######## design 1 ########
Fig. 1: design 1, routing congestion
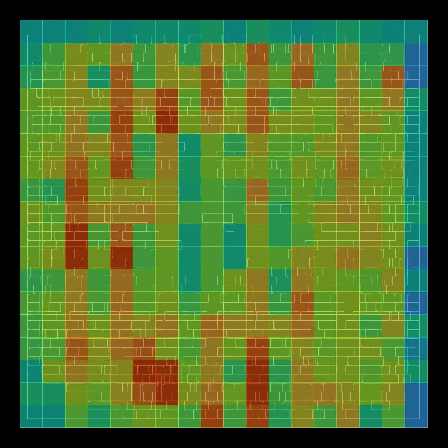

<file path="src/rtl/rv32_ifetch_pkg.sv">
// Shared types for the RV32 instruction fetch stage.
package rv32_ifetch_pkg;

  typedef enum logic [1:0] {
    IDLE = 2'd0,
    WAIT = 2'd1,
    DROP = 2'd2
  } ifetch_state_t;

  localparam logic [31:0] NOP = 32'h0000_0013;

  typedef struct packed {
    logic [31:0] pc;
    logic [31:0] instr;
  } fetch_entry_t;

endpackage

</file>
<file path="src/rtl/rv32_ifq.sv">
// Small synchronous FIFO of fetched {pc, instr} entries; clear overrides push.
module rv32_ifq
  import rv32_ifetch_pkg::*;
#(
  parameter int DEPTH = 2
) (
  input  logic                   clk,
  input  logic                   rst_n,
  input  logic                   clear,
  input  logic                   push,
  input  logic                   pop,
  input  fetch_entry_t           din,
  output fetch_entry_t           dout,
  output logic [$clog2(DEPTH):0] count,
  output logic                   full,
  output logic                   empty
);

  localparam int AW = $clog2(DEPTH);

  fetch_entry_t   mem [DEPTH];
  logic [AW-1:0]  wr_ptr_reg;
  logic [AW-1:0]  rd_ptr_reg;
  logic [AW:0]    count_reg;

  always_ff @(posedge clk) begin
    if (push && !clear) begin
      mem[wr_ptr_reg] <= din;
    end
  end

  always_ff @(posedge clk or negedge rst_n) begin
    if (!rst_n) begin
      wr_ptr_reg <= '0;
      rd_ptr_reg <= '0;
      count_reg  <= '0;
    end else if (clear) begin
      wr_ptr_reg <= '0;
      rd_ptr_reg <= '0;
      count_reg  <= '0;
    end else begin
      if (push) wr_ptr_reg <= wr_ptr_reg + AW'(1);
      if (pop)  rd_ptr_reg <= rd_ptr_reg + AW'(1);
      count_reg <= count_reg + (AW+1)'(push) - (AW+1)'(pop);
    end
  end

  assign dout  = mem[rd_ptr_reg];
  assign count = count_reg;
  assign full  = (count_reg == (AW+1)'(DEPTH));
  assign empty = (count_reg == '0);

endmodule

</file>
<file path="src/rtl/rv32_ifetch_v2.sv">
// Fetch stage: one outstanding imem request, responses queued with their PCs
// toward decode; flush kills queued entries and drops any in-flight response.
module rv32_ifetch_v2 #(
  parameter int          DEPTH = 2,
  parameter logic [31:0] NOP   = rv32_ifetch_pkg::NOP
) (
  input  logic        clk,
  input  logic        rst_n,
  input  logic [31:0] pc,
  input  logic        flush,
  input  logic        stall,
  output logic        busy,
  output logic        imem_req,
  output logic [31:0] imem_addr,
  input  logic        imem_gnt,
  input  logic        imem_rvalid,
  input  logic [31:0] imem_rdata,
  output logic        id_valid,
  output logic [31:0] id_instr,
  output logic [31:0] id_pc
);

  import rv32_ifetch_pkg::*;

  localparam int CW = $clog2(DEPTH) + 1;

  ifetch_state_t state_reg, state_next;
  logic [31:0]   req_pc_reg;
  logic          accept, push, pop, room;
  logic [CW-1:0] q_count;
  logic [CW:0]   count_after;
  logic          q_full, q_empty;
  fetch_entry_t  q_din, q_head;

  assign pop         = !q_empty && !stall;
  assign push        = (state_reg == WAIT) && imem_rvalid && !flush;
  assign count_after = {1'b0, q_count} + (CW+1)'(push) - (CW+1)'(pop);
  // Only ask for a new word when its response is guaranteed a free slot.
  assign room        = count_after < (CW+1)'(DEPTH);

  always_comb begin
    state_next = state_reg;
    imem_req   = 1'b0;
    case (state_reg)
      IDLE: begin
        imem_req = !flush && room;
        if (imem_req && imem_gnt) state_next = WAIT;
      end
      WAIT: begin
        imem_req = !flush && imem_rvalid && room;
        if (flush)            state_next = imem_rvalid ? IDLE : DROP;
        else if (imem_rvalid) state_next = (imem_req && imem_gnt) ? WAIT : IDLE;
      end
      DROP: begin
        if (imem_rvalid) state_next = IDLE;
      end
      default: state_next = IDLE;
    endcase
    imem_req = imem_req && rst_n;
  end

  assign accept    = imem_req && imem_gnt;
  assign busy      = !accept;
  assign imem_addr = pc;

  always_ff @(posedge clk or negedge rst_n) begin
    if (!rst_n) begin
      state_reg  <= IDLE;
      req_pc_reg <= '0;
    end else begin
      state_reg <= state_next;
      if (accept) req_pc_reg <= pc;
    end
  end

  assign q_din.pc    = req_pc_reg;
  assign q_din.instr = imem_rdata;

  rv32_ifq #(.DEPTH(DEPTH)) u_ifq (
    .clk   (clk),
    .rst_n (rst_n),
    .clear (flush),
    .push  (push),
    .pop   (pop),
    .din   (q_din),
    .dout  (q_head),
    .count (q_count),
    .full  (q_full),
    .empty (q_empty)
  );

  assign id_valid = !q_empty;
  assign id_instr = q_empty ? NOP : q_head.instr;
  assign id_pc    = q_empty ? 32'h0 : q_head.pc;

endmodule

</file>
<file path="config.mk">
export PLATFORM = sky130hd
export DESIGN_NAME = rv32_ifetch_v2
export DESIGN_NICKNAME = d
export VERILOG_FILES = /design/src/rtl/rv32_ifetch_pkg.sv /design/src/rtl/rv32_ifq.sv /design/src/rtl/rv32_ifetch_v2.sv
export SDC_FILE = /design/constraint.sdc
export NUM_CORES = 1
export LEC_CHECK = 0
export CORE_MARGIN = 2
export CORE_UTILIZATION = 50
export CTS_CLUSTER_SIZE = 16
export DETAILED_ROUTE_END_ITERATION = 8
export PLACE_DENSITY = 0.82
export SETUP_SLACK_MARGIN = 0.5
export SYNTH_ARGS = -nofsm -noshare
export SYNTH_HDL_FRONTEND = slang
export SYNTH_HIERARCHICAL = 1
export SYNTH_SLANG_ARGS = --single-unit
</file>
<file path="constraint.sdc">
create_clock -name clk -period 8.1 [get_ports clk]
set_input_delay 1.215 -clock clk [delete_from_list [all_inputs] [get_ports clk]]
set_output_delay 1.215 -clock clk [all_outputs]
set_load 0.005 [all_outputs]
</file>
######## design 2 ########
[src/rtl/bus_arbiter.sv]
// Round-robin bus arbiter with burst limit and pre-emption for the shared word mux.
// Optional ARB_LOCK_EN adds a lock input that suppresses pre-emption.
module bus_arbiter #(
    parameter int N_REQ     = 4,
    parameter int SEL_W     = 2,
    parameter int MAX_BURST = 8,
    parameter int CNT_W     = 4
) (
    input  logic             clk,
    input  logic             reset_n,
    input  logic [N_REQ-1:0] req,
`ifdef ARB_LOCK_EN
    input  logic             lock,
`endif
    output logic [N_REQ-1:0] grant,
    output logic [SEL_W-1:0] sel,
    output logic             busy
);

    typedef enum logic {IDLE, GRANT} state_t;

    state_t             state_q, state_d;
    logic [N_REQ-1:0]   grant_q, grant_d;
    logic [SEL_W-1:0]   sel_q, sel_d;
    logic [SEL_W-1:0]   last_q, last_d;
    logic [CNT_W-1:0]   count_q, count_d;

    logic [SEL_W:0]     start;
    logic [N_REQ-1:0]   rot;
    logic [SEL_W-1:0]   win;
    logic [N_REQ-1:0]   win_oh;
    int                 off;
    int                 widx;
    logic               cur_hi, others, at_max, hold_lock;

    // rot[k] is the request at position (last+1+k) mod N_REQ
    assign start  = {1'b0, last_q} + (SEL_W+1)'(1);
    assign rot    = N_REQ'({req, req} >> start);
    assign win_oh = N_REQ'(1) << win;

    always_comb begin
        off = 0;
        for (int k = N_REQ-1; k >= 0; k--) begin
            if (rot[k]) off = k;
        end
        widx = int'(start) + off;
        if (widx >= N_REQ) widx = widx - N_REQ;
        win = SEL_W'(widx);
    end

    assign cur_hi = |(req & grant_q);
    assign others = |(req & ~grant_q);
    assign at_max = (count_q == CNT_W'(MAX_BURST));
`ifdef ARB_LOCK_EN
    assign hold_lock = lock;
`else
    assign hold_lock = 1'b0;
`endif

    always_ff @(posedge clk) begin
        if (!reset_n) begin
            state_q <= IDLE;
            grant_q <= '0;
            sel_q   <= '0;
            last_q  <= SEL_W'(N_REQ-1);
            count_q <= '0;
        end else begin
            state_q <= state_d;
            grant_q <= grant_d;
            sel_q   <= sel_d;
            last_q  <= last_d;
            count_q <= count_d;
        end
    end

    always_comb begin
        state_d = state_q;
        grant_d = grant_q;
        sel_d   = sel_q;
        last_d  = last_q;
        count_d = count_q;
        case (state_q)
            IDLE: begin
                if (|req) begin
                    state_d = GRANT;
                    grant_d = win_oh;
                    sel_d   = win;
                    last_d  = win;
                    count_d = CNT_W'(1);
                end
            end
            default: begin
                if (cur_hi && !(at_max && others && !hold_lock)) begin
                    if (!at_max) count_d = count_q + CNT_W'(1);
                end else if (others) begin
                    // hand over directly; the search already skips the releasing requester
                    grant_d = win_oh;
                    sel_d   = win;
                    last_d  = win;
                    count_d = CNT_W'(1);
                end else begin
                    state_d = IDLE;
                    grant_d = '0;
                    count_d = '0;
                end
            end
        endcase
    end

    always_comb begin
        grant = grant_q;
        sel   = sel_q;
        busy  = (state_q == GRANT);
    end

endmodule

[config.mk]
export PLATFORM = sky130hd
export DESIGN_NAME = bus_arbiter
export DESIGN_NICKNAME = d
export VERILOG_FILES = /design/src/rtl/bus_arbiter.sv
export SDC_FILE = /design/constraint.sdc
export NUM_CORES = 1
export LEC_CHECK = 0
export CAP_MARGIN = 25
export CORE_MARGIN = 5
export CORE_UTILIZATION = 56
export DETAILED_ROUTE_END_ITERATION = 8
export GPL_TIMING_DRIVEN = 0
export PLACE_DENSITY = 0.82
export SLEW_MARGIN = 20
export SYNTH_ARGS = -nofsm -noshare
export SYNTH_HDL_FRONTEND = slang
export SYNTH_SLANG_ARGS = --single-unit
[constraint.sdc]
create_clock -name clk -period 3.22 [get_ports clk]
set_input_delay 0.483 -clock clk [delete_from_list [all_inputs] [get_ports clk]]
set_output_delay 0.483 -clock clk [all_outputs]
set_load 0.01 [all_outputs]
######## design 3 ########
## src/rtl/pwl_sigmoid_pkg.sv

```systemverilog
// Shared definitions for the 5-segment PWL sigmoid and its inverse search.
// Breakpoints, slopes and intercepts live here so the forward curve and the
// logit search always evaluate the identical function.
//   - segment boundaries (Q8.8): -640, -256, 256, 640
//   - slopes (Q0.8 multipliers): 33 outer segments, 59 centre segment
//   - intercepts (Q8.8): 101, 128, 155
//   - state_t: control states of the iterative search
package pwl_sigmoid_pkg;

    localparam int unsigned DATA_W = 16;

    localparam logic signed [DATA_W-1:0] BND_LO     = -16'sd640;
    localparam logic signed [DATA_W-1:0] BND_MID_LO = -16'sd256;
    localparam logic signed [DATA_W-1:0] BND_MID_HI = 16'sd256;
    localparam logic signed [DATA_W-1:0] BND_HI     = 16'sd640;

    localparam logic signed [DATA_W-1:0] SLOPE_OUTER = 16'sd33;
    localparam logic signed [DATA_W-1:0] SLOPE_MID   = 16'sd59;

    localparam logic signed [DATA_W-1:0] ICPT_LO  = 16'sd101;
    localparam logic signed [DATA_W-1:0] ICPT_MID = 16'sd128;
    localparam logic signed [DATA_W-1:0] ICPT_HI  = 16'sd155;

    // Saturation levels of the curve outside [BND_LO, BND_HI).
    localparam logic signed [DATA_W-1:0] F_SAT_LO = 16'sd0;
    localparam logic signed [DATA_W-1:0] F_SAT_HI = 16'sd256;

    typedef enum logic [1:0] {
        IDLE   = 2'd0,
        SEARCH = 2'd1,
        DONE   = 2'd2
    } state_t;

endpackage

```

## src/rtl/pwl_sigmoid_eval.sv

```systemverilog
// Combinational 5-segment PWL sigmoid f(x).
// Ports:
//   x : in  16b signed Q8.8 argument
//   f : out 16b signed Q8.8 probability in [0,256]
// Each linear segment is ((x*slope) >>> 8) + intercept with a 32b signed
// product; the shift is a floor, matching the forward sigmoid bit-exactly.
module pwl_sigmoid_eval
    import pwl_sigmoid_pkg::*;
(
    input  logic signed [DATA_W-1:0] x,
    output logic signed [DATA_W-1:0] f
);

    logic signed [DATA_W-1:0] slope;
    logic signed [DATA_W-1:0] icpt;
    logic signed [31:0]       prod;
    logic                     sat_lo;
    logic                     sat_hi;

    always_comb begin
        slope  = SLOPE_MID;
        icpt   = ICPT_MID;
        sat_lo = 1'b0;
        sat_hi = 1'b0;
        if (x < BND_LO) begin
            sat_lo = 1'b1;
        end else if (x < BND_MID_LO) begin
            slope = SLOPE_OUTER;
            icpt  = ICPT_LO;
        end else if (x < BND_MID_HI) begin
            slope = SLOPE_MID;
            icpt  = ICPT_MID;
        end else if (x < BND_HI) begin
            slope = SLOPE_OUTER;
            icpt  = ICPT_HI;
        end else begin
            sat_hi = 1'b1;
        end
    end

    // Both operands are sign-extended to the 32b context before multiplying.
    assign prod = x * slope;

    always_comb begin
        if (sat_lo) begin
            f = F_SAT_LO;
        end else if (sat_hi) begin
            f = F_SAT_HI;
        end else begin
            f = 16'(prod >>> 8) + icpt;
        end
    end

endmodule

```

## src/rtl/pwl_logit_search.sv

```systemverilog
// Inverse PWL sigmoid: for a Q8.8 probability y, finds the smallest Q8.8 x in
// [X_MIN, X_MAX] with f(x) >= y by bisection, one step per clock.
// Ports:
//   clk       : in  clock, rising edge
//   rst       : in  synchronous reset, active-high
//   in_valid  : in  y_in valid
//   in_ready  : out idle, request can be accepted
//   y_in      : in  16b signed Q8.8 probability (clamped to [0,256])
//   out_valid : out x_out valid
//   out_ready : in  downstream accepts x_out
//   x_out     : out 16b signed Q8.8 logit estimate
//   busy      : out high in SEARCH or DONE
// Latency from accept edge to out_valid is fixed at ITER+1 edges: ITER
// bisection steps followed by one edge that publishes hi to x_out.
module pwl_logit_search
    import pwl_sigmoid_pkg::*;
#(
    parameter int X_MIN = -640,
    parameter int X_MAX = 640,
    parameter int ITER  = 11
) (
    input  logic                     clk,
    input  logic                     rst,
    input  logic                     in_valid,
    output logic                     in_ready,
    input  logic signed [DATA_W-1:0] y_in,
    output logic                     out_valid,
    input  logic                     out_ready,
    output logic signed [DATA_W-1:0] x_out,
    output logic                     busy
);

    localparam int unsigned CNT_W = $clog2(ITER + 1);

    state_t                   state_q, state_d;
    logic signed [DATA_W-1:0] lo_q, lo_d;
    logic signed [DATA_W-1:0] hi_q, hi_d;
    logic signed [DATA_W-1:0] y_q, y_d;
    logic [CNT_W-1:0]         step_cnt_q, step_cnt_d;
    logic                     out_valid_q, out_valid_d;
    logic signed [DATA_W-1:0] x_out_q, x_out_d;

    logic signed [DATA_W:0]   mid_sum;
    logic signed [DATA_W-1:0] mid;
    logic signed [DATA_W-1:0] f_mid;
    logic signed [DATA_W-1:0] y_clamped;

    // 17-bit sum so lo+hi cannot overflow before the arithmetic halving.
    assign mid_sum = {lo_q[DATA_W-1], lo_q} + {hi_q[DATA_W-1], hi_q};
    assign mid     = 16'(mid_sum >>> 1);

    pwl_sigmoid_eval u_eval (
        .x (mid),
        .f (f_mid)
    );

    always_comb begin
        if (y_in < F_SAT_LO) begin
            y_clamped = F_SAT_LO;
        end else if (y_in > F_SAT_HI) begin
            y_clamped = F_SAT_HI;
        end else begin
            y_clamped = y_in;
        end
    end

    always_comb begin
        state_d     = state_q;
        lo_d        = lo_q;
        hi_d        = hi_q;
        y_d         = y_q;
        step_cnt_d  = step_cnt_q;
        out_valid_d = out_valid_q;
        x_out_d     = x_out_q;

        unique case (state_q)
            IDLE: begin
                if (in_valid) begin
                    y_d        = y_clamped;
                    lo_d       = 16'(X_MIN);
                    hi_d       = 16'(X_MAX);
                    step_cnt_d = '0;
                    state_d    = SEARCH;
                end
            end
            SEARCH: begin
                if (step_cnt_q == CNT_W'(ITER)) begin
                    x_out_d     = hi_q;
                    out_valid_d = 1'b1;
                    state_d     = DONE;
                end else begin
                    // f(hi) >= y is invariant; once lo==hi, hi stays put.
                    if (f_mid >= y_q) begin
                        hi_d = mid;
                    end else begin
                        lo_d = mid + 16'sd1;
                    end
                    step_cnt_d = step_cnt_q + 1'b1;
                end
            end
            DONE: begin
                if (out_ready) begin
                    out_valid_d = 1'b0;
                    state_d     = IDLE;
                end
            end
            default: begin
                state_d     = IDLE;
                out_valid_d = 1'b0;
            end
        endcase
    end

    always_ff @(posedge clk) begin
        if (rst) begin
            state_q     <= IDLE;
            lo_q        <= '0;
            hi_q        <= '0;
            y_q         <= '0;
            step_cnt_q  <= '0;
            out_valid_q <= 1'b0;
            x_out_q     <= '0;
        end else begin
            state_q     <= state_d;
            lo_q        <= lo_d;
            hi_q        <= hi_d;
            y_q         <= y_d;
            step_cnt_q  <= step_cnt_d;
            out_valid_q <= out_valid_d;
            x_out_q     <= x_out_d;
        end
    end

    assign in_ready  = (state_q == IDLE);
    assign busy      = (state_q != IDLE);
    assign out_valid = out_valid_q;
    assign x_out     = x_out_q;

endmodule

```

## config.mk

```make
export PLATFORM = sky130hd
export DESIGN_NAME = pwl_logit_search
export DESIGN_NICKNAME = d
export VERILOG_FILES = /design/src/rtl/pwl_sigmoid_pkg.sv /design/src/rtl/pwl_sigmoid_eval.sv /design/src/rtl/pwl_logit_search.sv
export SDC_FILE = /design/constraint.sdc
export NUM_CORES = 1
export LEC_CHECK = 0
export CAP_MARGIN = 0
export CORE_MARGIN = 2
export CORE_UTILIZATION = 40
export CTS_CLUSTER_SIZE = 14
export DETAILED_ROUTE_END_ITERATION = 12
export RECOVER_POWER = 25
export SYNTH_ARGS = -nofsm -noshare
export SYNTH_HDL_FRONTEND = slang
export SYNTH_HIERARCHICAL = 1
export SYNTH_SLANG_ARGS = --single-unit
```

## constraint.sdc

```tcl
create_clock -name clk -period 12.5 [get_ports clk]
set_input_delay 3.125 -clock clk [delete_from_list [all_inputs] [get_ports clk]]
set_output_delay 3.125 -clock clk [all_outputs]
set_load 0.03 [all_outputs]
```

######## design 4 ########
[src/rtl/bp_btb.sv]
// Fetch branch predictor: 2-bit counter BHT plus direct-mapped BTB.
// Optional BP_STATS_EN builds branch/mispredict debug counters.
module bp_btb #(
  parameter int BHT_ENTRIES  = 256,
  parameter int BTB_ENTRIES  = 32,
  parameter int BTB_TAG_BITS = 16
) (
  input  logic        clk,
  input  logic        rst_n,
  input  logic [63:0] if_bp_pc,
  input  logic        if_bp_req,
  input  logic        if_bp_stall,
  output logic        bp_if_ready,
  output logic        bp_if_valid,
  output logic        bp_if_taken,
  output logic [63:0] bp_if_target,
  input  logic        ip_if_branch,
  input  logic        ip_if_branch_taken,
  input  logic [63:0] ip_if_branch_pc,
  input  logic        ip_if_pc_override,
  input  logic [63:0] ip_if_new_pc,
  output logic [63:0] bp_dbg_branches,
  output logic [63:0] bp_dbg_mispredicts
);

  localparam int BHT_IW = $clog2(BHT_ENTRIES);
  localparam int BTB_IW = $clog2(BTB_ENTRIES);
  localparam int SWEEP  = (BHT_ENTRIES > BTB_ENTRIES) ?
                          BHT_ENTRIES : BTB_ENTRIES;
  localparam int SW_IW  = $clog2(SWEEP);
  localparam int TW     = BTB_TAG_BITS;

  typedef enum logic {INIT, RUN} state_t;

  state_t state, state_nxt;
  logic [SW_IW-1:0] sweep_idx, sweep_nxt;

  logic [1:0]           bht [BHT_ENTRIES];
  logic [BTB_ENTRIES-1:0] btb_valid;
  logic [TW-1:0]        btb_tag [BTB_ENTRIES];
  logic [63:0]          btb_tgt [BTB_ENTRIES];

  logic [BHT_IW-1:0] rd_bht, wr_bht;
  logic [BTB_IW-1:0] rd_btb, wr_btb;
  logic [TW-1:0]     rd_tag, wr_tag;
  logic              btb_hit, pred_taken;
  logic [63:0]       pred_target;
  logic [1:0]        cnt_cur, cnt_upd;
  logic              run, upd;

  assign run = (state == RUN);
  assign upd = run && ip_if_branch;
  assign bp_if_ready = run;

  assign rd_bht = if_bp_pc[BHT_IW+1:2];
  assign rd_btb = if_bp_pc[BTB_IW+1:2];
  assign rd_tag = if_bp_pc[BTB_IW+2 +: TW];
  assign wr_bht = ip_if_branch_pc[BHT_IW+1:2];
  assign wr_btb = ip_if_branch_pc[BTB_IW+1:2];
  assign wr_tag = ip_if_branch_pc[BTB_IW+2 +: TW];

  // Reads see array contents before this edge's update (no bypass)
  assign btb_hit     = btb_valid[rd_btb] && (btb_tag[rd_btb] == rd_tag);
  assign pred_taken  = btb_hit && bht[rd_bht][1];
  assign pred_target = pred_taken ? btb_tgt[rd_btb] : if_bp_pc + 64'd4;

  assign cnt_cur = bht[wr_bht];

  always_comb begin
    cnt_upd = cnt_cur;
    if (ip_if_branch_taken) begin
      if (cnt_cur != 2'b11) cnt_upd = cnt_cur + 2'b01;
    end else begin
      if (cnt_cur != 2'b00) cnt_upd = cnt_cur - 2'b01;
    end
  end

  always_comb begin
    state_nxt = state;
    sweep_nxt = sweep_idx;
    unique case (1'b1)
      (state == INIT): begin
        sweep_nxt = sweep_idx + 1'b1;
        if (sweep_idx == SW_IW'(SWEEP - 1)) state_nxt = RUN;
      end
      default: ;
    endcase
  end

  always_ff @(posedge clk or negedge rst_n) begin
    if (!rst_n) begin
      state     <= INIT;
      sweep_idx <= '0;
    end else begin
      state     <= state_nxt;
      sweep_idx <= sweep_nxt;
    end
  end

  // Storage is not reset; the INIT sweep scrubs it instead
  always_ff @(posedge clk) begin
    if (!run) begin
      bht[sweep_idx[BHT_IW-1:0]]       <= 2'b01;
      btb_valid[sweep_idx[BTB_IW-1:0]] <= 1'b0;
    end else if (upd) begin
      bht[wr_bht] <= cnt_upd;
      if (ip_if_branch_taken) begin
        btb_valid[wr_btb] <= 1'b1;
        btb_tag[wr_btb]   <= wr_tag;
        btb_tgt[wr_btb]   <= ip_if_new_pc;
      end
    end
  end

  always_ff @(posedge clk or negedge rst_n) begin
    if (!rst_n) begin
      bp_if_valid  <= 1'b0;
      bp_if_taken  <= 1'b0;
      bp_if_target <= '0;
    end else if (!if_bp_stall) begin
      if (if_bp_req && run) begin
        bp_if_valid  <= 1'b1;
        bp_if_taken  <= pred_taken;
        bp_if_target <= pred_target;
      end else begin
        bp_if_valid  <= 1'b0;
      end
    end
  end

`ifdef BP_STATS_EN
  always_ff @(posedge clk or negedge rst_n) begin
    if (!rst_n) begin
      bp_dbg_branches    <= '0;
      bp_dbg_mispredicts <= '0;
    end else if (run) begin
      if (ip_if_branch)      bp_dbg_branches    <= bp_dbg_branches + 64'd1;
      if (ip_if_pc_override) bp_dbg_mispredicts <= bp_dbg_mispredicts + 64'd1;
    end
  end
`else
  assign bp_dbg_branches    = '0;
  assign bp_dbg_mispredicts = '0;
`endif

  logic unused_bits;
  assign unused_bits = ^{if_bp_pc, ip_if_branch_pc, ip_if_pc_override};

endmodule
[config.mk]
export PLATFORM = sky130hd
export DESIGN_NAME = bp_btb
export DESIGN_NICKNAME = d
export VERILOG_FILES = /design/src/rtl/bp_btb.sv
export SDC_FILE = /design/constraint.sdc
export NUM_CORES = 2
export LEC_CHECK = 0
export CORE_MARGIN = 2
export CORE_UTILIZATION = 42
export CTS_CLUSTER_SIZE = 40
export DETAILED_ROUTE_END_ITERATION = 16
export GPL_TIMING_DRIVEN = 0
export HOLD_SLACK_MARGIN = 0.08
export PLACE_DENSITY = 0.57
export RECOVER_POWER = 25
export SKIP_CTS_REPAIR_TIMING = 1
export SYNTH_ARGS = -nofsm -noshare
export SYNTH_HDL_FRONTEND = slang
export SYNTH_SLANG_ARGS = --single-unit
[constraint.sdc]
create_clock -name clk -period 27.1 [get_ports clk]
set_input_delay 8.13 -clock clk [delete_from_list [all_inputs] [get_ports clk]]
set_output_delay 8.13 -clock clk [all_outputs]
set_load 0.01 [all_outputs]
Fig. 2: design 1, close-up of the layout
Region (81, 19) to (106, 44) um. Cells in gray, sequential cells in the stronger gray; small squares are vias.
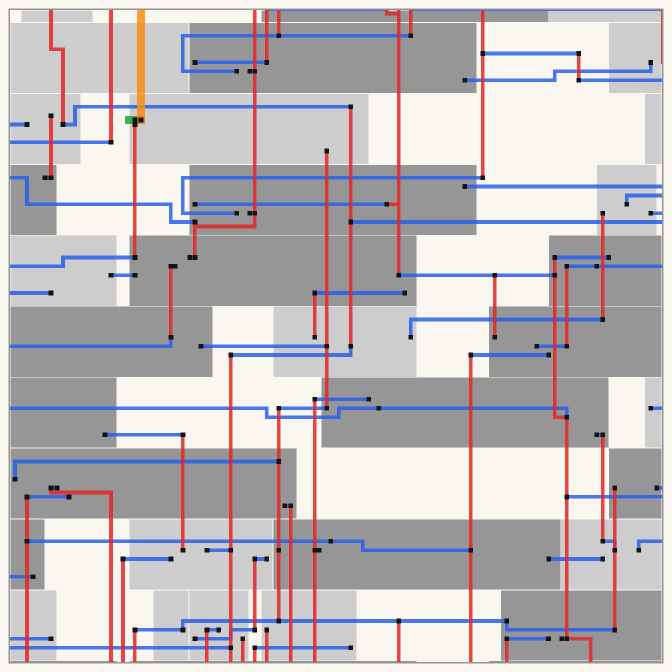
blue -> metal 1
green -> metal 3
orange -> metal 4
red -> metal 2
cells with their middle in the window = 19
most frequent = edfxtp_1 (9), mux2_4 (3), nor2b_1 (2)
netlist names of flops here include = `u_ifq/mem` (9)
sequential cells in the window = 9

About Fig. 1:
final core occ: 67.0%
met1 usage: 19.6%
GRT Util Overall: 16.7%
met2 Usage GRT: 28.9%

==> out/results.tsv, design 1 <==
metric	value	unit
Top cells excl fill/tap	clkdlybuf4s50_1 (167), edfxtp_1 (128), mux2_4 (79), nor2b_1 (62), dfrtp_1 (37)	
Setup Crit Path Kind	in2out	
Placeable Area	14000	sq um
Clock transition at path regs	60	ps
Signal inverters	5	
Worst Path Required	6880	ps
Worst-Margin Slew	709	ps
slowest stage cell, crit path	clkdlybuf4s50_1	
Fin. Hold Viols	0	
status	finished, final reports clean	
relative slew slack	52.7	%
GR peak layer	met2	
NonClk Buf Share	18.5	%
flop-to-flop setup slack	4960	ps
Post-Route Setup TNS	0	ps
Routed WL	12700	um
Tapcells	180	
CP Depth	10	
routed len/inst	17.0	um
worst-case clock buffer depth	2	
largest fanout on the critical path	33	
syn nets	485	
==> design 1: metrics by stage <==
stage               area [sq um]  worst slack [ps]  instances  hold slack [ps]
CTS                         9370              2570        748              471
floorplan                   7240              1250        411              438
global placement            8800              2700        716              452
detailed placement          8800              2560        716              457
global route                9370              2310        748              483
finish                      9370              2580        748              471
==> design 1: per-layer routing <==
layer | routed length, um | up-vias
met5 | 0 | -
met4 | 217 | 0
met3 | 724 | 18
met2 | 6390 | 135
met1 | 5370 | 1799
li1 | - | 1742
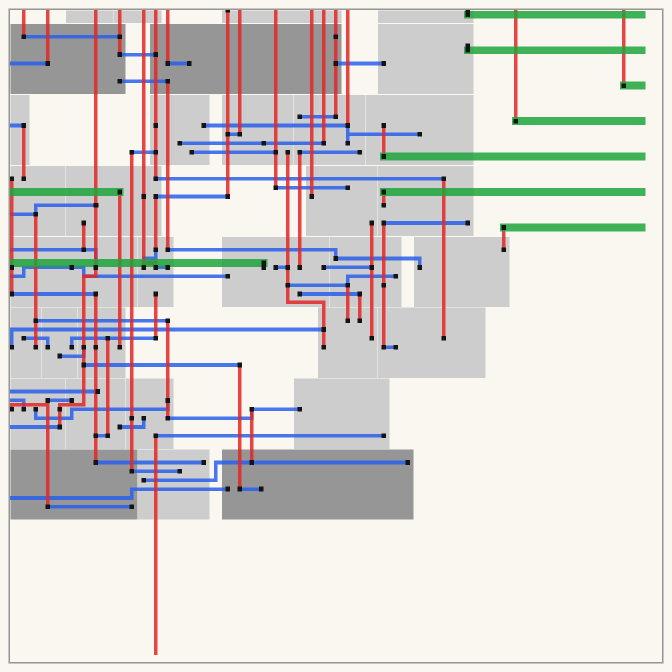
Fig. 3. Close-up of the layout (design 2).
Region (25, 0) to (50, 25) um. Cells in gray, sequential cells in the stronger gray; small squares are vias.
green -> metal 3
blue -> metal 1
red -> metal 2
most frequent = and2b_1 (5), dfxtp_1 (4), clkdlybuf4s50_1 (4)
sequential cells in the window = 4
netlist names of flops here include = `grant` (2)
cells with their middle in the window = 28

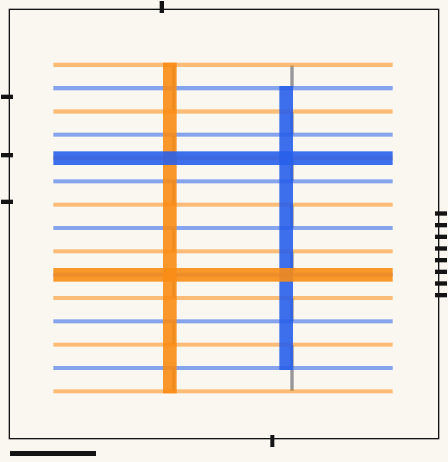
Fig. 4. PDN straps and rails (design 2).
The bar under the picture is 10 um long. Pins as bars on the die edge. Tap cells in gray.
orange -> VSS
blue -> VDD
met1 rails = 15
met4 straps = 2
tap cells = 16
chip height: 49.9 um
Die X: 49.9 um

==> out/results.tsv, design 2 <==
metric	value	unit
Fin. Hold Viols	0	
grt met3 use	2.71	%
Top cell area share	29.2	%
post-synthesis sequential area ratio	29.2	%
max-cap check violation count	0	
detailed placement HPWL	1520	um
CP endpoint	last_q[1]$_SDFFE_PN1P_	
FF-to-FF path depth	9	
num sequential	13	
Sink Count	13	
initial cell density of the core	59.2	%
Worst path max stage delay	600	ps
Logic family by area	AND-OR/OR-AND gates	
ys async rst share	0	%
Most common cell on crit path	xnor2_1	
clock buffers	4	
Synth mux share	0	%
Critical R2R Capture	last_q[1]$_SDFFE_PN1P_	
Filler Cell Count	121	
status	finished, final reports clean	
CTS Hold Bufs	0	
GR peak layer	met2	
hold path depth	2	
Non-clock buffers	17	
worst clock skew	3.18	ps
syn nets	114	
Worst-Margin Slew	451	ps
NonClk Buf Share	15.5	%
Top cells excl fill/tap	dfxtp_1 (13), clkdlybuf4s50_1 (10), nor2_1 (9), nand3_1 (7), inv_1 (6)	
critical path arrival	2640	ps
Max Freq	0.400	GHz
total CTS buffers	3	
leading cell types by count after synthesis	dfxtp_1 (13), nor2_1 (9), nand3_1 (7), inv_1 (6)	
-- design 2: stage by stage --
step / hold WS [ps] / setup WS, ps
CTS: 486 / 726
detailed placement: 474 / 444
floorplan: 466 / 940
global placement: 470 / 440
finish: 482 / 719
global route: 528 / 491
-- design 2: tightest hold or removal path, stage by stage, from the launching register on --
cell     delay (ps)
dfxtp_1         310
o21ai_0          60
a21oi_1          60
-- design 2: per-layer routing --
metal / up-vias / wire length [um]
met1: 391 / 888
met5: - / 0
met2: 27 / 915
li1: 423 / -
met3: 5 / 120
met4: 0 / 44
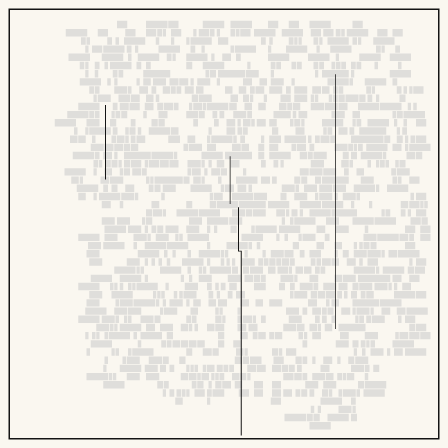
Fig. 5. Signal wires on met4 (design 3).
Cells faint in the background.
wire length on this layer = 201 um
longest straight run = 84.3 um
main direction = vertical
nets with wire on the layer = 3
share of all routed wire = 1.1%
via count: 6569
Routed WL: 18200 um

==> out/results.tsv, design 3 <==
metric	value	unit
status	finished, violations left	
failing checks	capacitance limit, slew limit	
Final Max-Slew Violation Tally	57	
initial antenna violation count	0	
yosys aoi share	19.6	%
First DRT Iteration DRCs	346	
ys flops	70	
leading cell types by count after synthesis	inv_1 (106), nand2_1 (99), ha_1 (98), a21oi_1 (84), dfxtp_1 (70)	
HP Class	reg2reg	
worst clock skew	6.99	ps
CP Depth	43	
initial cell density of the core	40.8	%
cell area after layout	8570	sq um
ys async rst share	0	%
hold path depth	2	
Residual DRC	0	
DP Worst Slack	638	ps
Commonest Layout Cell	inv_1	
Root Buffer Master	clkbuf_16	
largest fanout on the critical path	19	
simple share	20.8	%
Worst Hold Launch	x_out[10]$_SDFFE_PP0P_	
relative slew slack	-72.3	%
average size of a mapped cell	8.15	sq um
CP startpoint	hi_q[0]$_SDFFE_PP0P_	
slowest stage cell, crit path	fa_1	
grt ovf	0	
synthesized area	7640	sq um
Setup Crit Path Kind	reg2reg	
Max Freq	0.0875	GHz
CP endpoint	hi_q[9]$_SDFFE_PP0P_	
Comb/total area	66.8	%
area delta synth->final	12.2	%
YS chip area	7640	sq um
FF-to-FF path depth	43	
max-cap check violation count	1	
Post-Route Setup TNS	0	ps
hold_ws	452	ps
#MultiIn Comb	732	
vias in the first global route	6262	
[design 3: per-layer routing]
metal,global-route usage (%),wire length [um],up-vias
met3,3.03,547,11
li1,-,-,3341
met1,27.0,9260,3119
met4,4.37,200,0
met2,30.0,8230,98
met5,0,0,-
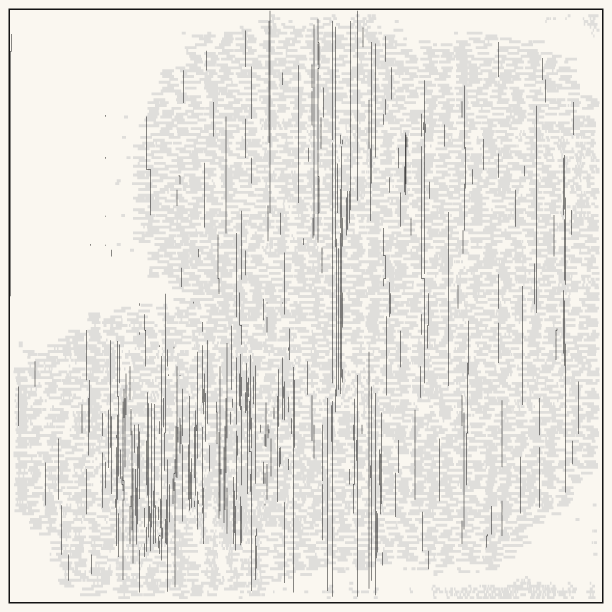
Fig. 6. Signal wires on met4 (design 4).
Cells faint in the background.
nets with wire on the layer = 221
share of all routed wire = 4.4%
wire length on this layer = 17800 um
main direction = vertical
longest straight run = 230 um
via count: 68600
Routed WL: 404000 um

==> out/results.tsv, design 4 <==
metric	value	unit
Top cell area share	72.8	%
post-synthesis sequential area ratio	74.3	%
Final Max-Slew Violation Tally	130	
Reg area	95100	sq um
Top class by area	flip-flops and latches	
Worst path max stage delay	1190	ps
area delta synth->final	17.0	%
DP Worst Slack	12010	ps
flop-to-flop setup slack	21760	ps
vias per cell	6.09	
Core Rows	202	
worst-path cell chain	clkdlybuf4s50_1 > buf_2 > buf_1 > clkbuf_1 > nand2_1 > a41oi_1 > nand3_1 > o2111ai_1 > o31ai_1 > nor4_1 > clkbuf_2 > clkbuf_2 > a41oi_1 > a22o_1	
Setup Crit Path Kind	in2reg	
slowest stage cell, crit path	clkbuf_1	
EDFF count, synth	3104	
num sequential	3179	
Root Buffer Master	clkbuf_16	
CP Depth	14	
status	finished, violations left	
ClkCell Share	7.12	%
max-cap check violation count	5	
critical path arrival	15180	ps
failing checks	capacitance limit, slew limit	
design 4: registers in the layout, summed over array words and instances, names as in the netlist:
name,flops
bht,512
bp_if_ready,1
bp_if_taken,1
bp_if_target,64
bp_if_valid,1
btb_tag,512
btb_tgt,2048
btb_valid,32
sweep_idx,8
design 4: routing by layer:
metal	track usage, %	part of all wire (%)	wire (um)
met5	0	0.034	138
met4	10.3	4.4	17800
met3	5.53	9.0	36300
met2	43.1	49	199000
met1	33.1	37	151000
design 4: tightest hold or removal path: stages (launching register included):
cell and delay [ps]:
dfrtp_1 350, nand2_1 50, o21ai_0 60

==> gallery <==
Routing congestion.
shot_01.png
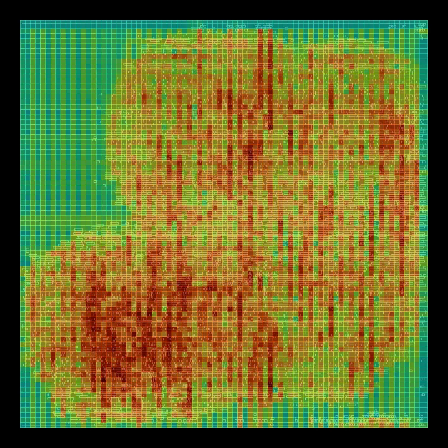
shot_02.png
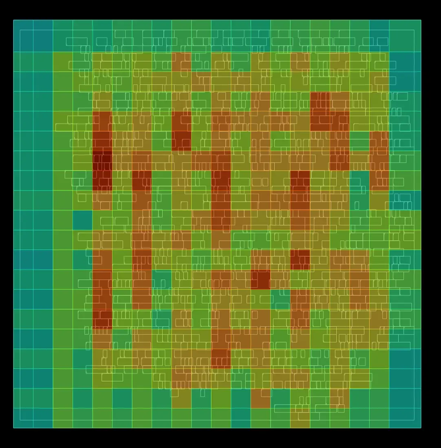
shot_03.png
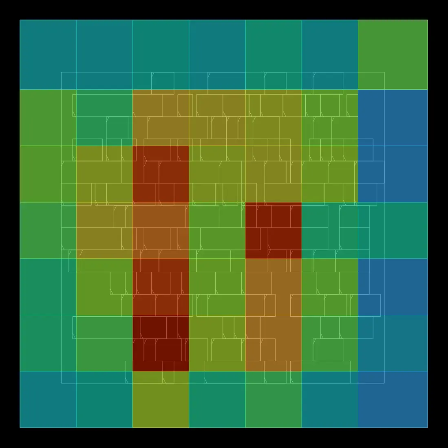
The one with the highest utilization is shot_03.png.
- design 4 = shot_01.png
- design 2 = shot_03.png
- design 3 = shot_02.png


######## design 5 ########
Fig. 7: design 5, routed metal, one color a layer
Two of the layers only.
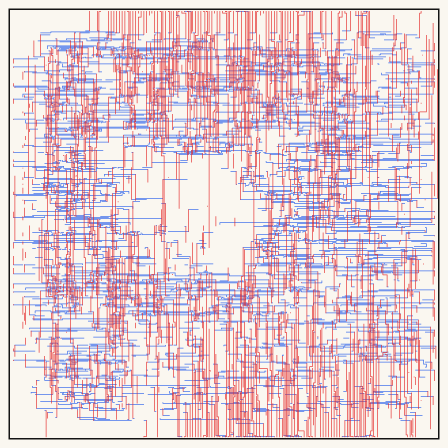
**config.mk**
```make
export PLATFORM = sky130hd
export DESIGN_NAME = path_node_mem_arbiter
export DESIGN_NICKNAME = d
export VERILOG_FILES = /design/src/rtl/path_node_mem_arbiter.sv
export SDC_FILE = /design/constraint.sdc
export NUM_CORES = 1
export LEC_CHECK = 0
export CAP_MARGIN = 20
export CORE_MARGIN = 4
export CORE_UTILIZATION = 42
export CTS_CLUSTER_SIZE = 8
export DETAILED_ROUTE_END_ITERATION = 10
export PLACE_DENSITY_LB_ADDON = 0.08
export SLEW_MARGIN = 0
export SYNTH_ARGS = -nofsm -noshare
export SYNTH_HDL_FRONTEND = slang
export SYNTH_SLANG_ARGS = --single-unit
```
**constraint.sdc**
```tcl
create_clock -name system1000 -period 2.9 [get_ports system1000]
set_clock_uncertainty 0.2 [all_clocks]
set_input_delay 0.29 -clock system1000 [delete_from_list [all_inputs] [get_ports system1000]]
set_output_delay 0.29 -clock system1000 [all_outputs]
set_load 0.01 [all_outputs]
```
**src/rtl/path_node_mem_arbiter.sv**
```systemverilog
// Two-port arbiter in front of the path node RAM, plus an init-sweep engine
// that re-arms every record (prev/g/f reset, id and wall kept) for a new search.
module path_node_mem_arbiter #(
  parameter int ADDR_W = 4,
  parameter int DEPTH  = 16,
  parameter int REC_W  = 65
) (
  input  logic              system1000,
  input  logic              system1000_rstn,
  input  logic              req0_valid,
  output logic              req0_ready,
  input  logic              req0_we,
  input  logic [ADDR_W-1:0] req0_addr,
  input  logic [REC_W-1:0]  req0_wdata,
  output logic              rsp0_valid,
  input  logic              req1_valid,
  output logic              req1_ready,
  input  logic              req1_we,
  input  logic [ADDR_W-1:0] req1_addr,
  input  logic [REC_W-1:0]  req1_wdata,
  output logic              rsp1_valid,
  output logic [REC_W-1:0]  rsp_rdata,
  input  logic              init_start,
  output logic              init_busy,
  output logic              init_done,
  output logic              mem_we,
  output logic [ADDR_W-1:0] mem_waddr,
  output logic [REC_W-1:0]  mem_wdata,
  output logic [ADDR_W-1:0] mem_raddr,
  input  logic [REC_W-1:0]  mem_rdout
);
  localparam int CNT_W = ADDR_W + 1;
  localparam logic [CNT_W-1:0] SWP_LAST  = CNT_W'(DEPTH + 1);
  localparam logic [CNT_W-1:0] SWP_ISSUE = CNT_W'(DEPTH - 1);

  typedef enum logic [1:0] {IDLE, DRAIN, SWEEP, DONE} state_t;

  state_t             state_q, state_d;
  logic [CNT_W-1:0]   cnt_q, cnt_d;
  logic               rr_q, rr_d;
  logic               mem_we_q, mem_we_d;
  logic [ADDR_W-1:0]  mem_waddr_q, mem_waddr_d;
  logic [REC_W-1:0]   mem_wdata_q, mem_wdata_d;
  logic [ADDR_W-1:0]  mem_raddr_q, mem_raddr_d;
  logic               rd1_q, rd1_d, rd1_port_q, rd1_port_d, rd1_swp_q, rd1_swp_d;
  logic               rd2_q, rd2_d, rd2_port_q, rd2_port_d, rd2_swp_q, rd2_swp_d;
  logic [ADDR_W-1:0]  rd2_addr_q, rd2_addr_d;
  logic               rsp0_q, rsp0_d, rsp1_q, rsp1_d;
  logic [REC_W-1:0]   rsp_rdata_q, rsp_rdata_d;

  logic               arb_en, gnt0, gnt1, gnt;
  logic               swp_issue;
  logic [ADDR_W-1:0]  swp_addr;

  // init_start takes priority over any request in the same IDLE cycle
  assign arb_en = system1000_rstn && (state_q == IDLE) && !init_start;
  assign gnt0   = arb_en && req0_valid && (!req1_valid || !rr_q);
  assign gnt1   = arb_en && req1_valid && (!req0_valid || rr_q);
  assign gnt    = gnt0 || gnt1;

  assign req0_ready = gnt0;
  assign req1_ready = gnt1;
  assign init_busy  = (state_q == DRAIN) || (state_q == SWEEP);
  assign init_done  = (state_q == DONE);
  assign mem_we     = mem_we_q;
  assign mem_waddr  = mem_waddr_q;
  assign mem_wdata  = mem_wdata_q;
  assign mem_raddr  = mem_raddr_q;
  assign rsp0_valid = rsp0_q;
  assign rsp1_valid = rsp1_q;
  assign rsp_rdata  = rsp_rdata_q;

  // Sweep read for address 0 is issued in the last DRAIN cycle so the final
  // write-back lands in the last SWEEP cycle.
  always_comb begin
    state_d   = state_q;
    cnt_d     = cnt_q;
    swp_issue = 1'b0;
    swp_addr  = '0;
    case (state_q)
      IDLE: if (init_start) begin
        state_d = DRAIN;
        cnt_d   = '0;
      end
      DRAIN: if (cnt_q == CNT_W'(1)) begin
        state_d   = SWEEP;
        cnt_d     = '0;
        swp_issue = 1'b1;
      end else begin
        cnt_d = cnt_q + 1'b1;
      end
      SWEEP: begin
        if (cnt_q < SWP_ISSUE) begin
          swp_issue = 1'b1;
          swp_addr  = ADDR_W'(cnt_q + 1'b1);
        end
        if (cnt_q == SWP_LAST) state_d = DONE;
        else                   cnt_d   = cnt_q + 1'b1;
      end
      DONE:    state_d = IDLE;
      default: state_d = IDLE;
    endcase
  end

  always_comb begin
    rr_d        = rr_q;
    mem_we_d    = 1'b0;
    mem_waddr_d = mem_waddr_q;
    mem_wdata_d = mem_wdata_q;
    mem_raddr_d = mem_raddr_q;
    rd1_d       = 1'b0;
    rd1_port_d  = 1'b0;
    rd1_swp_d   = 1'b0;
    if (gnt0)      rr_d = 1'b1;
    else if (gnt1) rr_d = 1'b0;
    if (gnt) begin
      if (gnt1 ? req1_we : req0_we) begin
        mem_we_d    = 1'b1;
        mem_waddr_d = gnt1 ? req1_addr : req0_addr;
        mem_wdata_d = gnt1 ? req1_wdata : req0_wdata;
      end else begin
        mem_raddr_d = gnt1 ? req1_addr : req0_addr;
        rd1_d       = 1'b1;
        rd1_port_d  = gnt1;
      end
    end
    if (swp_issue) begin
      mem_raddr_d = swp_addr;
      rd1_d       = 1'b1;
      rd1_swp_d   = 1'b1;
    end
    rd2_d      = rd1_q;
    rd2_port_d = rd1_port_q;
    rd2_swp_d  = rd1_swp_q;
    rd2_addr_d = mem_raddr_q;
    // Write-back address trails the read address by two cycles
    if (rd2_q && rd2_swp_q) begin
      mem_we_d    = 1'b1;
      mem_waddr_d = rd2_addr_q;
      mem_wdata_d = {mem_rdout[64:49], 16'hFFFF, 16'h7FFF, 16'h7FFF, mem_rdout[0]};
    end
    rsp0_d      = rd2_q && !rd2_swp_q && !rd2_port_q;
    rsp1_d      = rd2_q && !rd2_swp_q && rd2_port_q;
    rsp_rdata_d = (rd2_q && !rd2_swp_q) ? mem_rdout : rsp_rdata_q;
  end

  always_ff @(posedge system1000 or negedge system1000_rstn) begin
    if (!system1000_rstn) begin
      state_q     <= IDLE;
      cnt_q       <= '0;
      rr_q        <= 1'b0;
      mem_we_q    <= 1'b0;
      mem_waddr_q <= '0;
      mem_wdata_q <= '0;
      mem_raddr_q <= '0;
      rd1_q       <= 1'b0;
      rd1_port_q  <= 1'b0;
      rd1_swp_q   <= 1'b0;
      rd2_q       <= 1'b0;
      rd2_port_q  <= 1'b0;
      rd2_swp_q   <= 1'b0;
      rd2_addr_q  <= '0;
      rsp0_q      <= 1'b0;
      rsp1_q      <= 1'b0;
      rsp_rdata_q <= '0;
    end else begin
      state_q     <= state_d;
      cnt_q       <= cnt_d;
      rr_q        <= rr_d;
      mem_we_q    <= mem_we_d;
      mem_waddr_q <= mem_waddr_d;
      mem_wdata_q <= mem_wdata_d;
      mem_raddr_q <= mem_raddr_d;
      rd1_q       <= rd1_d;
      rd1_port_q  <= rd1_port_d;
      rd1_swp_q   <= rd1_swp_d;
      rd2_q       <= rd2_d;
      rd2_port_q  <= rd2_port_d;
      rd2_swp_q   <= rd2_swp_d;
      rd2_addr_q  <= rd2_addr_d;
      rsp0_q      <= rsp0_d;
      rsp1_q      <= rsp1_d;
      rsp_rdata_q <= rsp_rdata_d;
    end
  end
endmodule

```
==> out/results.tsv <==
metric	value	unit
Setup Crit Path Kind	reg2out	
first-pass GRT wire length	43700	um
min cycle time layout	2740	ps
internal power	7330	uW
clock buffers	22	
ys flops	159	
Top cells excl fill/tap	clkdlybuf4s50_1 (352), dfrtp_1 (159), inv_1 (73), nor3_1 (70), a31oi_1 (67)	
ANT nets after route	0	
Worst Hold Launch	req1_valid	
antenna cells	0	
Routed WL	27600	um
critical path arrival	2250	ps
Final Max-Slew Violation Tally	0	
Commonest Layout Cell	clkdlybuf4s50_1	
status	finished, final reports clean	
Worst Path Required	2410	ps
#MultiIn Comb	443	
ClkCell Share	4.92	%
Core Rows	49	
dominant register cell	dfrtp_1	
combinational power share	44.7	%
CTS Hold Bufs	1	
cts repair resizes	0	
FF-to-FF path depth	8	
met2 Usage GRT	43.5	%
CTS tree	built	
Cells after Synth	756	
IR drop worst, VDD	0.564	mV
Comb/total area	26.6	%
placed inst area	11500	sq um
worst-path cell chain	inv_1 > ha_1 > and3b_2 > buf_4 > and2_1 > clkdlybuf4s50_1	
chip area	21000	sq um
Post-CTS Setup Repair Bufs	2	
Worst-Margin Slew	883	ps
## Picture notes: Fig. 7
blue -> metal 1  # wire length 11000 um
red -> metal 2  # wire length 13500 um
routed len/inst: 21.0 um
GRT Util Overall: 26.0%

==> power groups by stage <==
stage | sequential, uW | clock [uW] | combinational [uW]
after global placement | 3710 | 0 | 4850
final | 3720 | 2280 | 4850
after detailed placement | 3760 | 0 | 4900
after CTS | 3730 | 2320 | 4920
after global routing | 3850 | 2420 | 5200
after floorplan | 4110 | 0 | 1770
==> worst reg2reg max path, cell delays in order (launching register included) <==
cell and delay (ps):
dfrtp_1 420, inv_1 100, ha_1 210, and3b_2 260, buf_4 200, nand3_2 230
buf_12 260, a221oi_1 360, o21ai_0 120


## Gallery

Close-up of the layout.
picture 1
Region (405, 127) to (430, 152) um. Cells in gray, sequential cells in the stronger gray; small squares are vias.
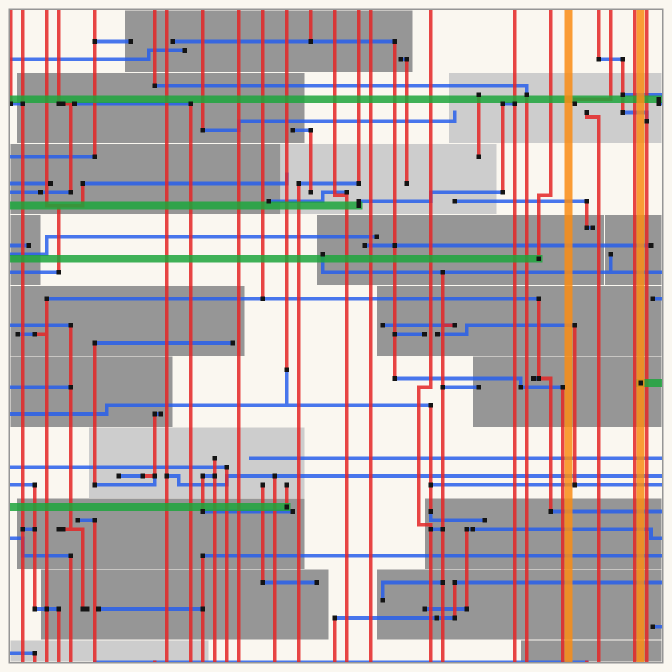
picture 2
Region (94, 23) to (119, 48) um. Cells in gray, sequential cells in the stronger gray; small squares are vias.
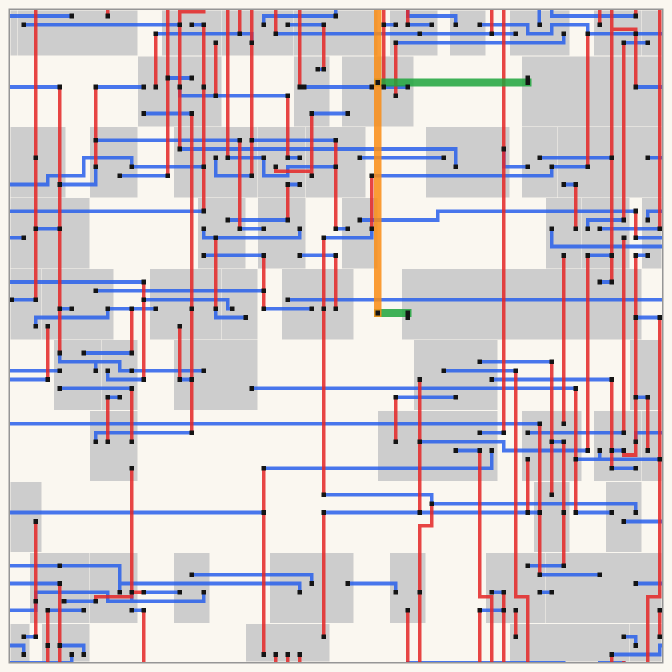
picture 3
Region (96, 24) to (121, 49) um. Cells in gray, sequential cells in the stronger gray; small squares are vias.
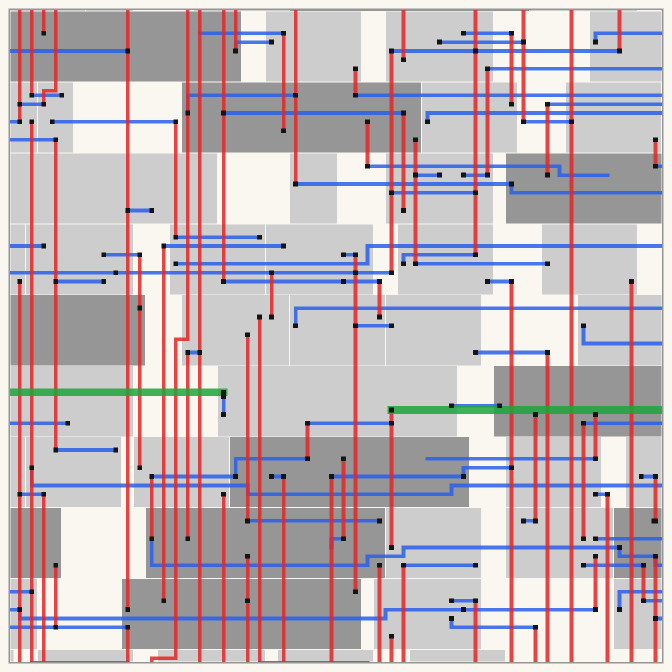
| picture | from |
|---|---|
| picture 2 | design 3 |
| picture 3 | design 5 |
| picture 1 | design 4 |

Key to picture 3:
red -> metal 2
blue -> metal 1
green -> metal 3
sequential cells in the window = 8
most frequent = clkdlybuf4s50_1 (15), dfrtp_1 (8), mux2_2 (7)
cells with their middle in the window = 36
netlist names of flops here include = `rsp_rdata` (7), `mem_wdata` (1)

No activity file was given, so power comes from the tool's default toggle rates.
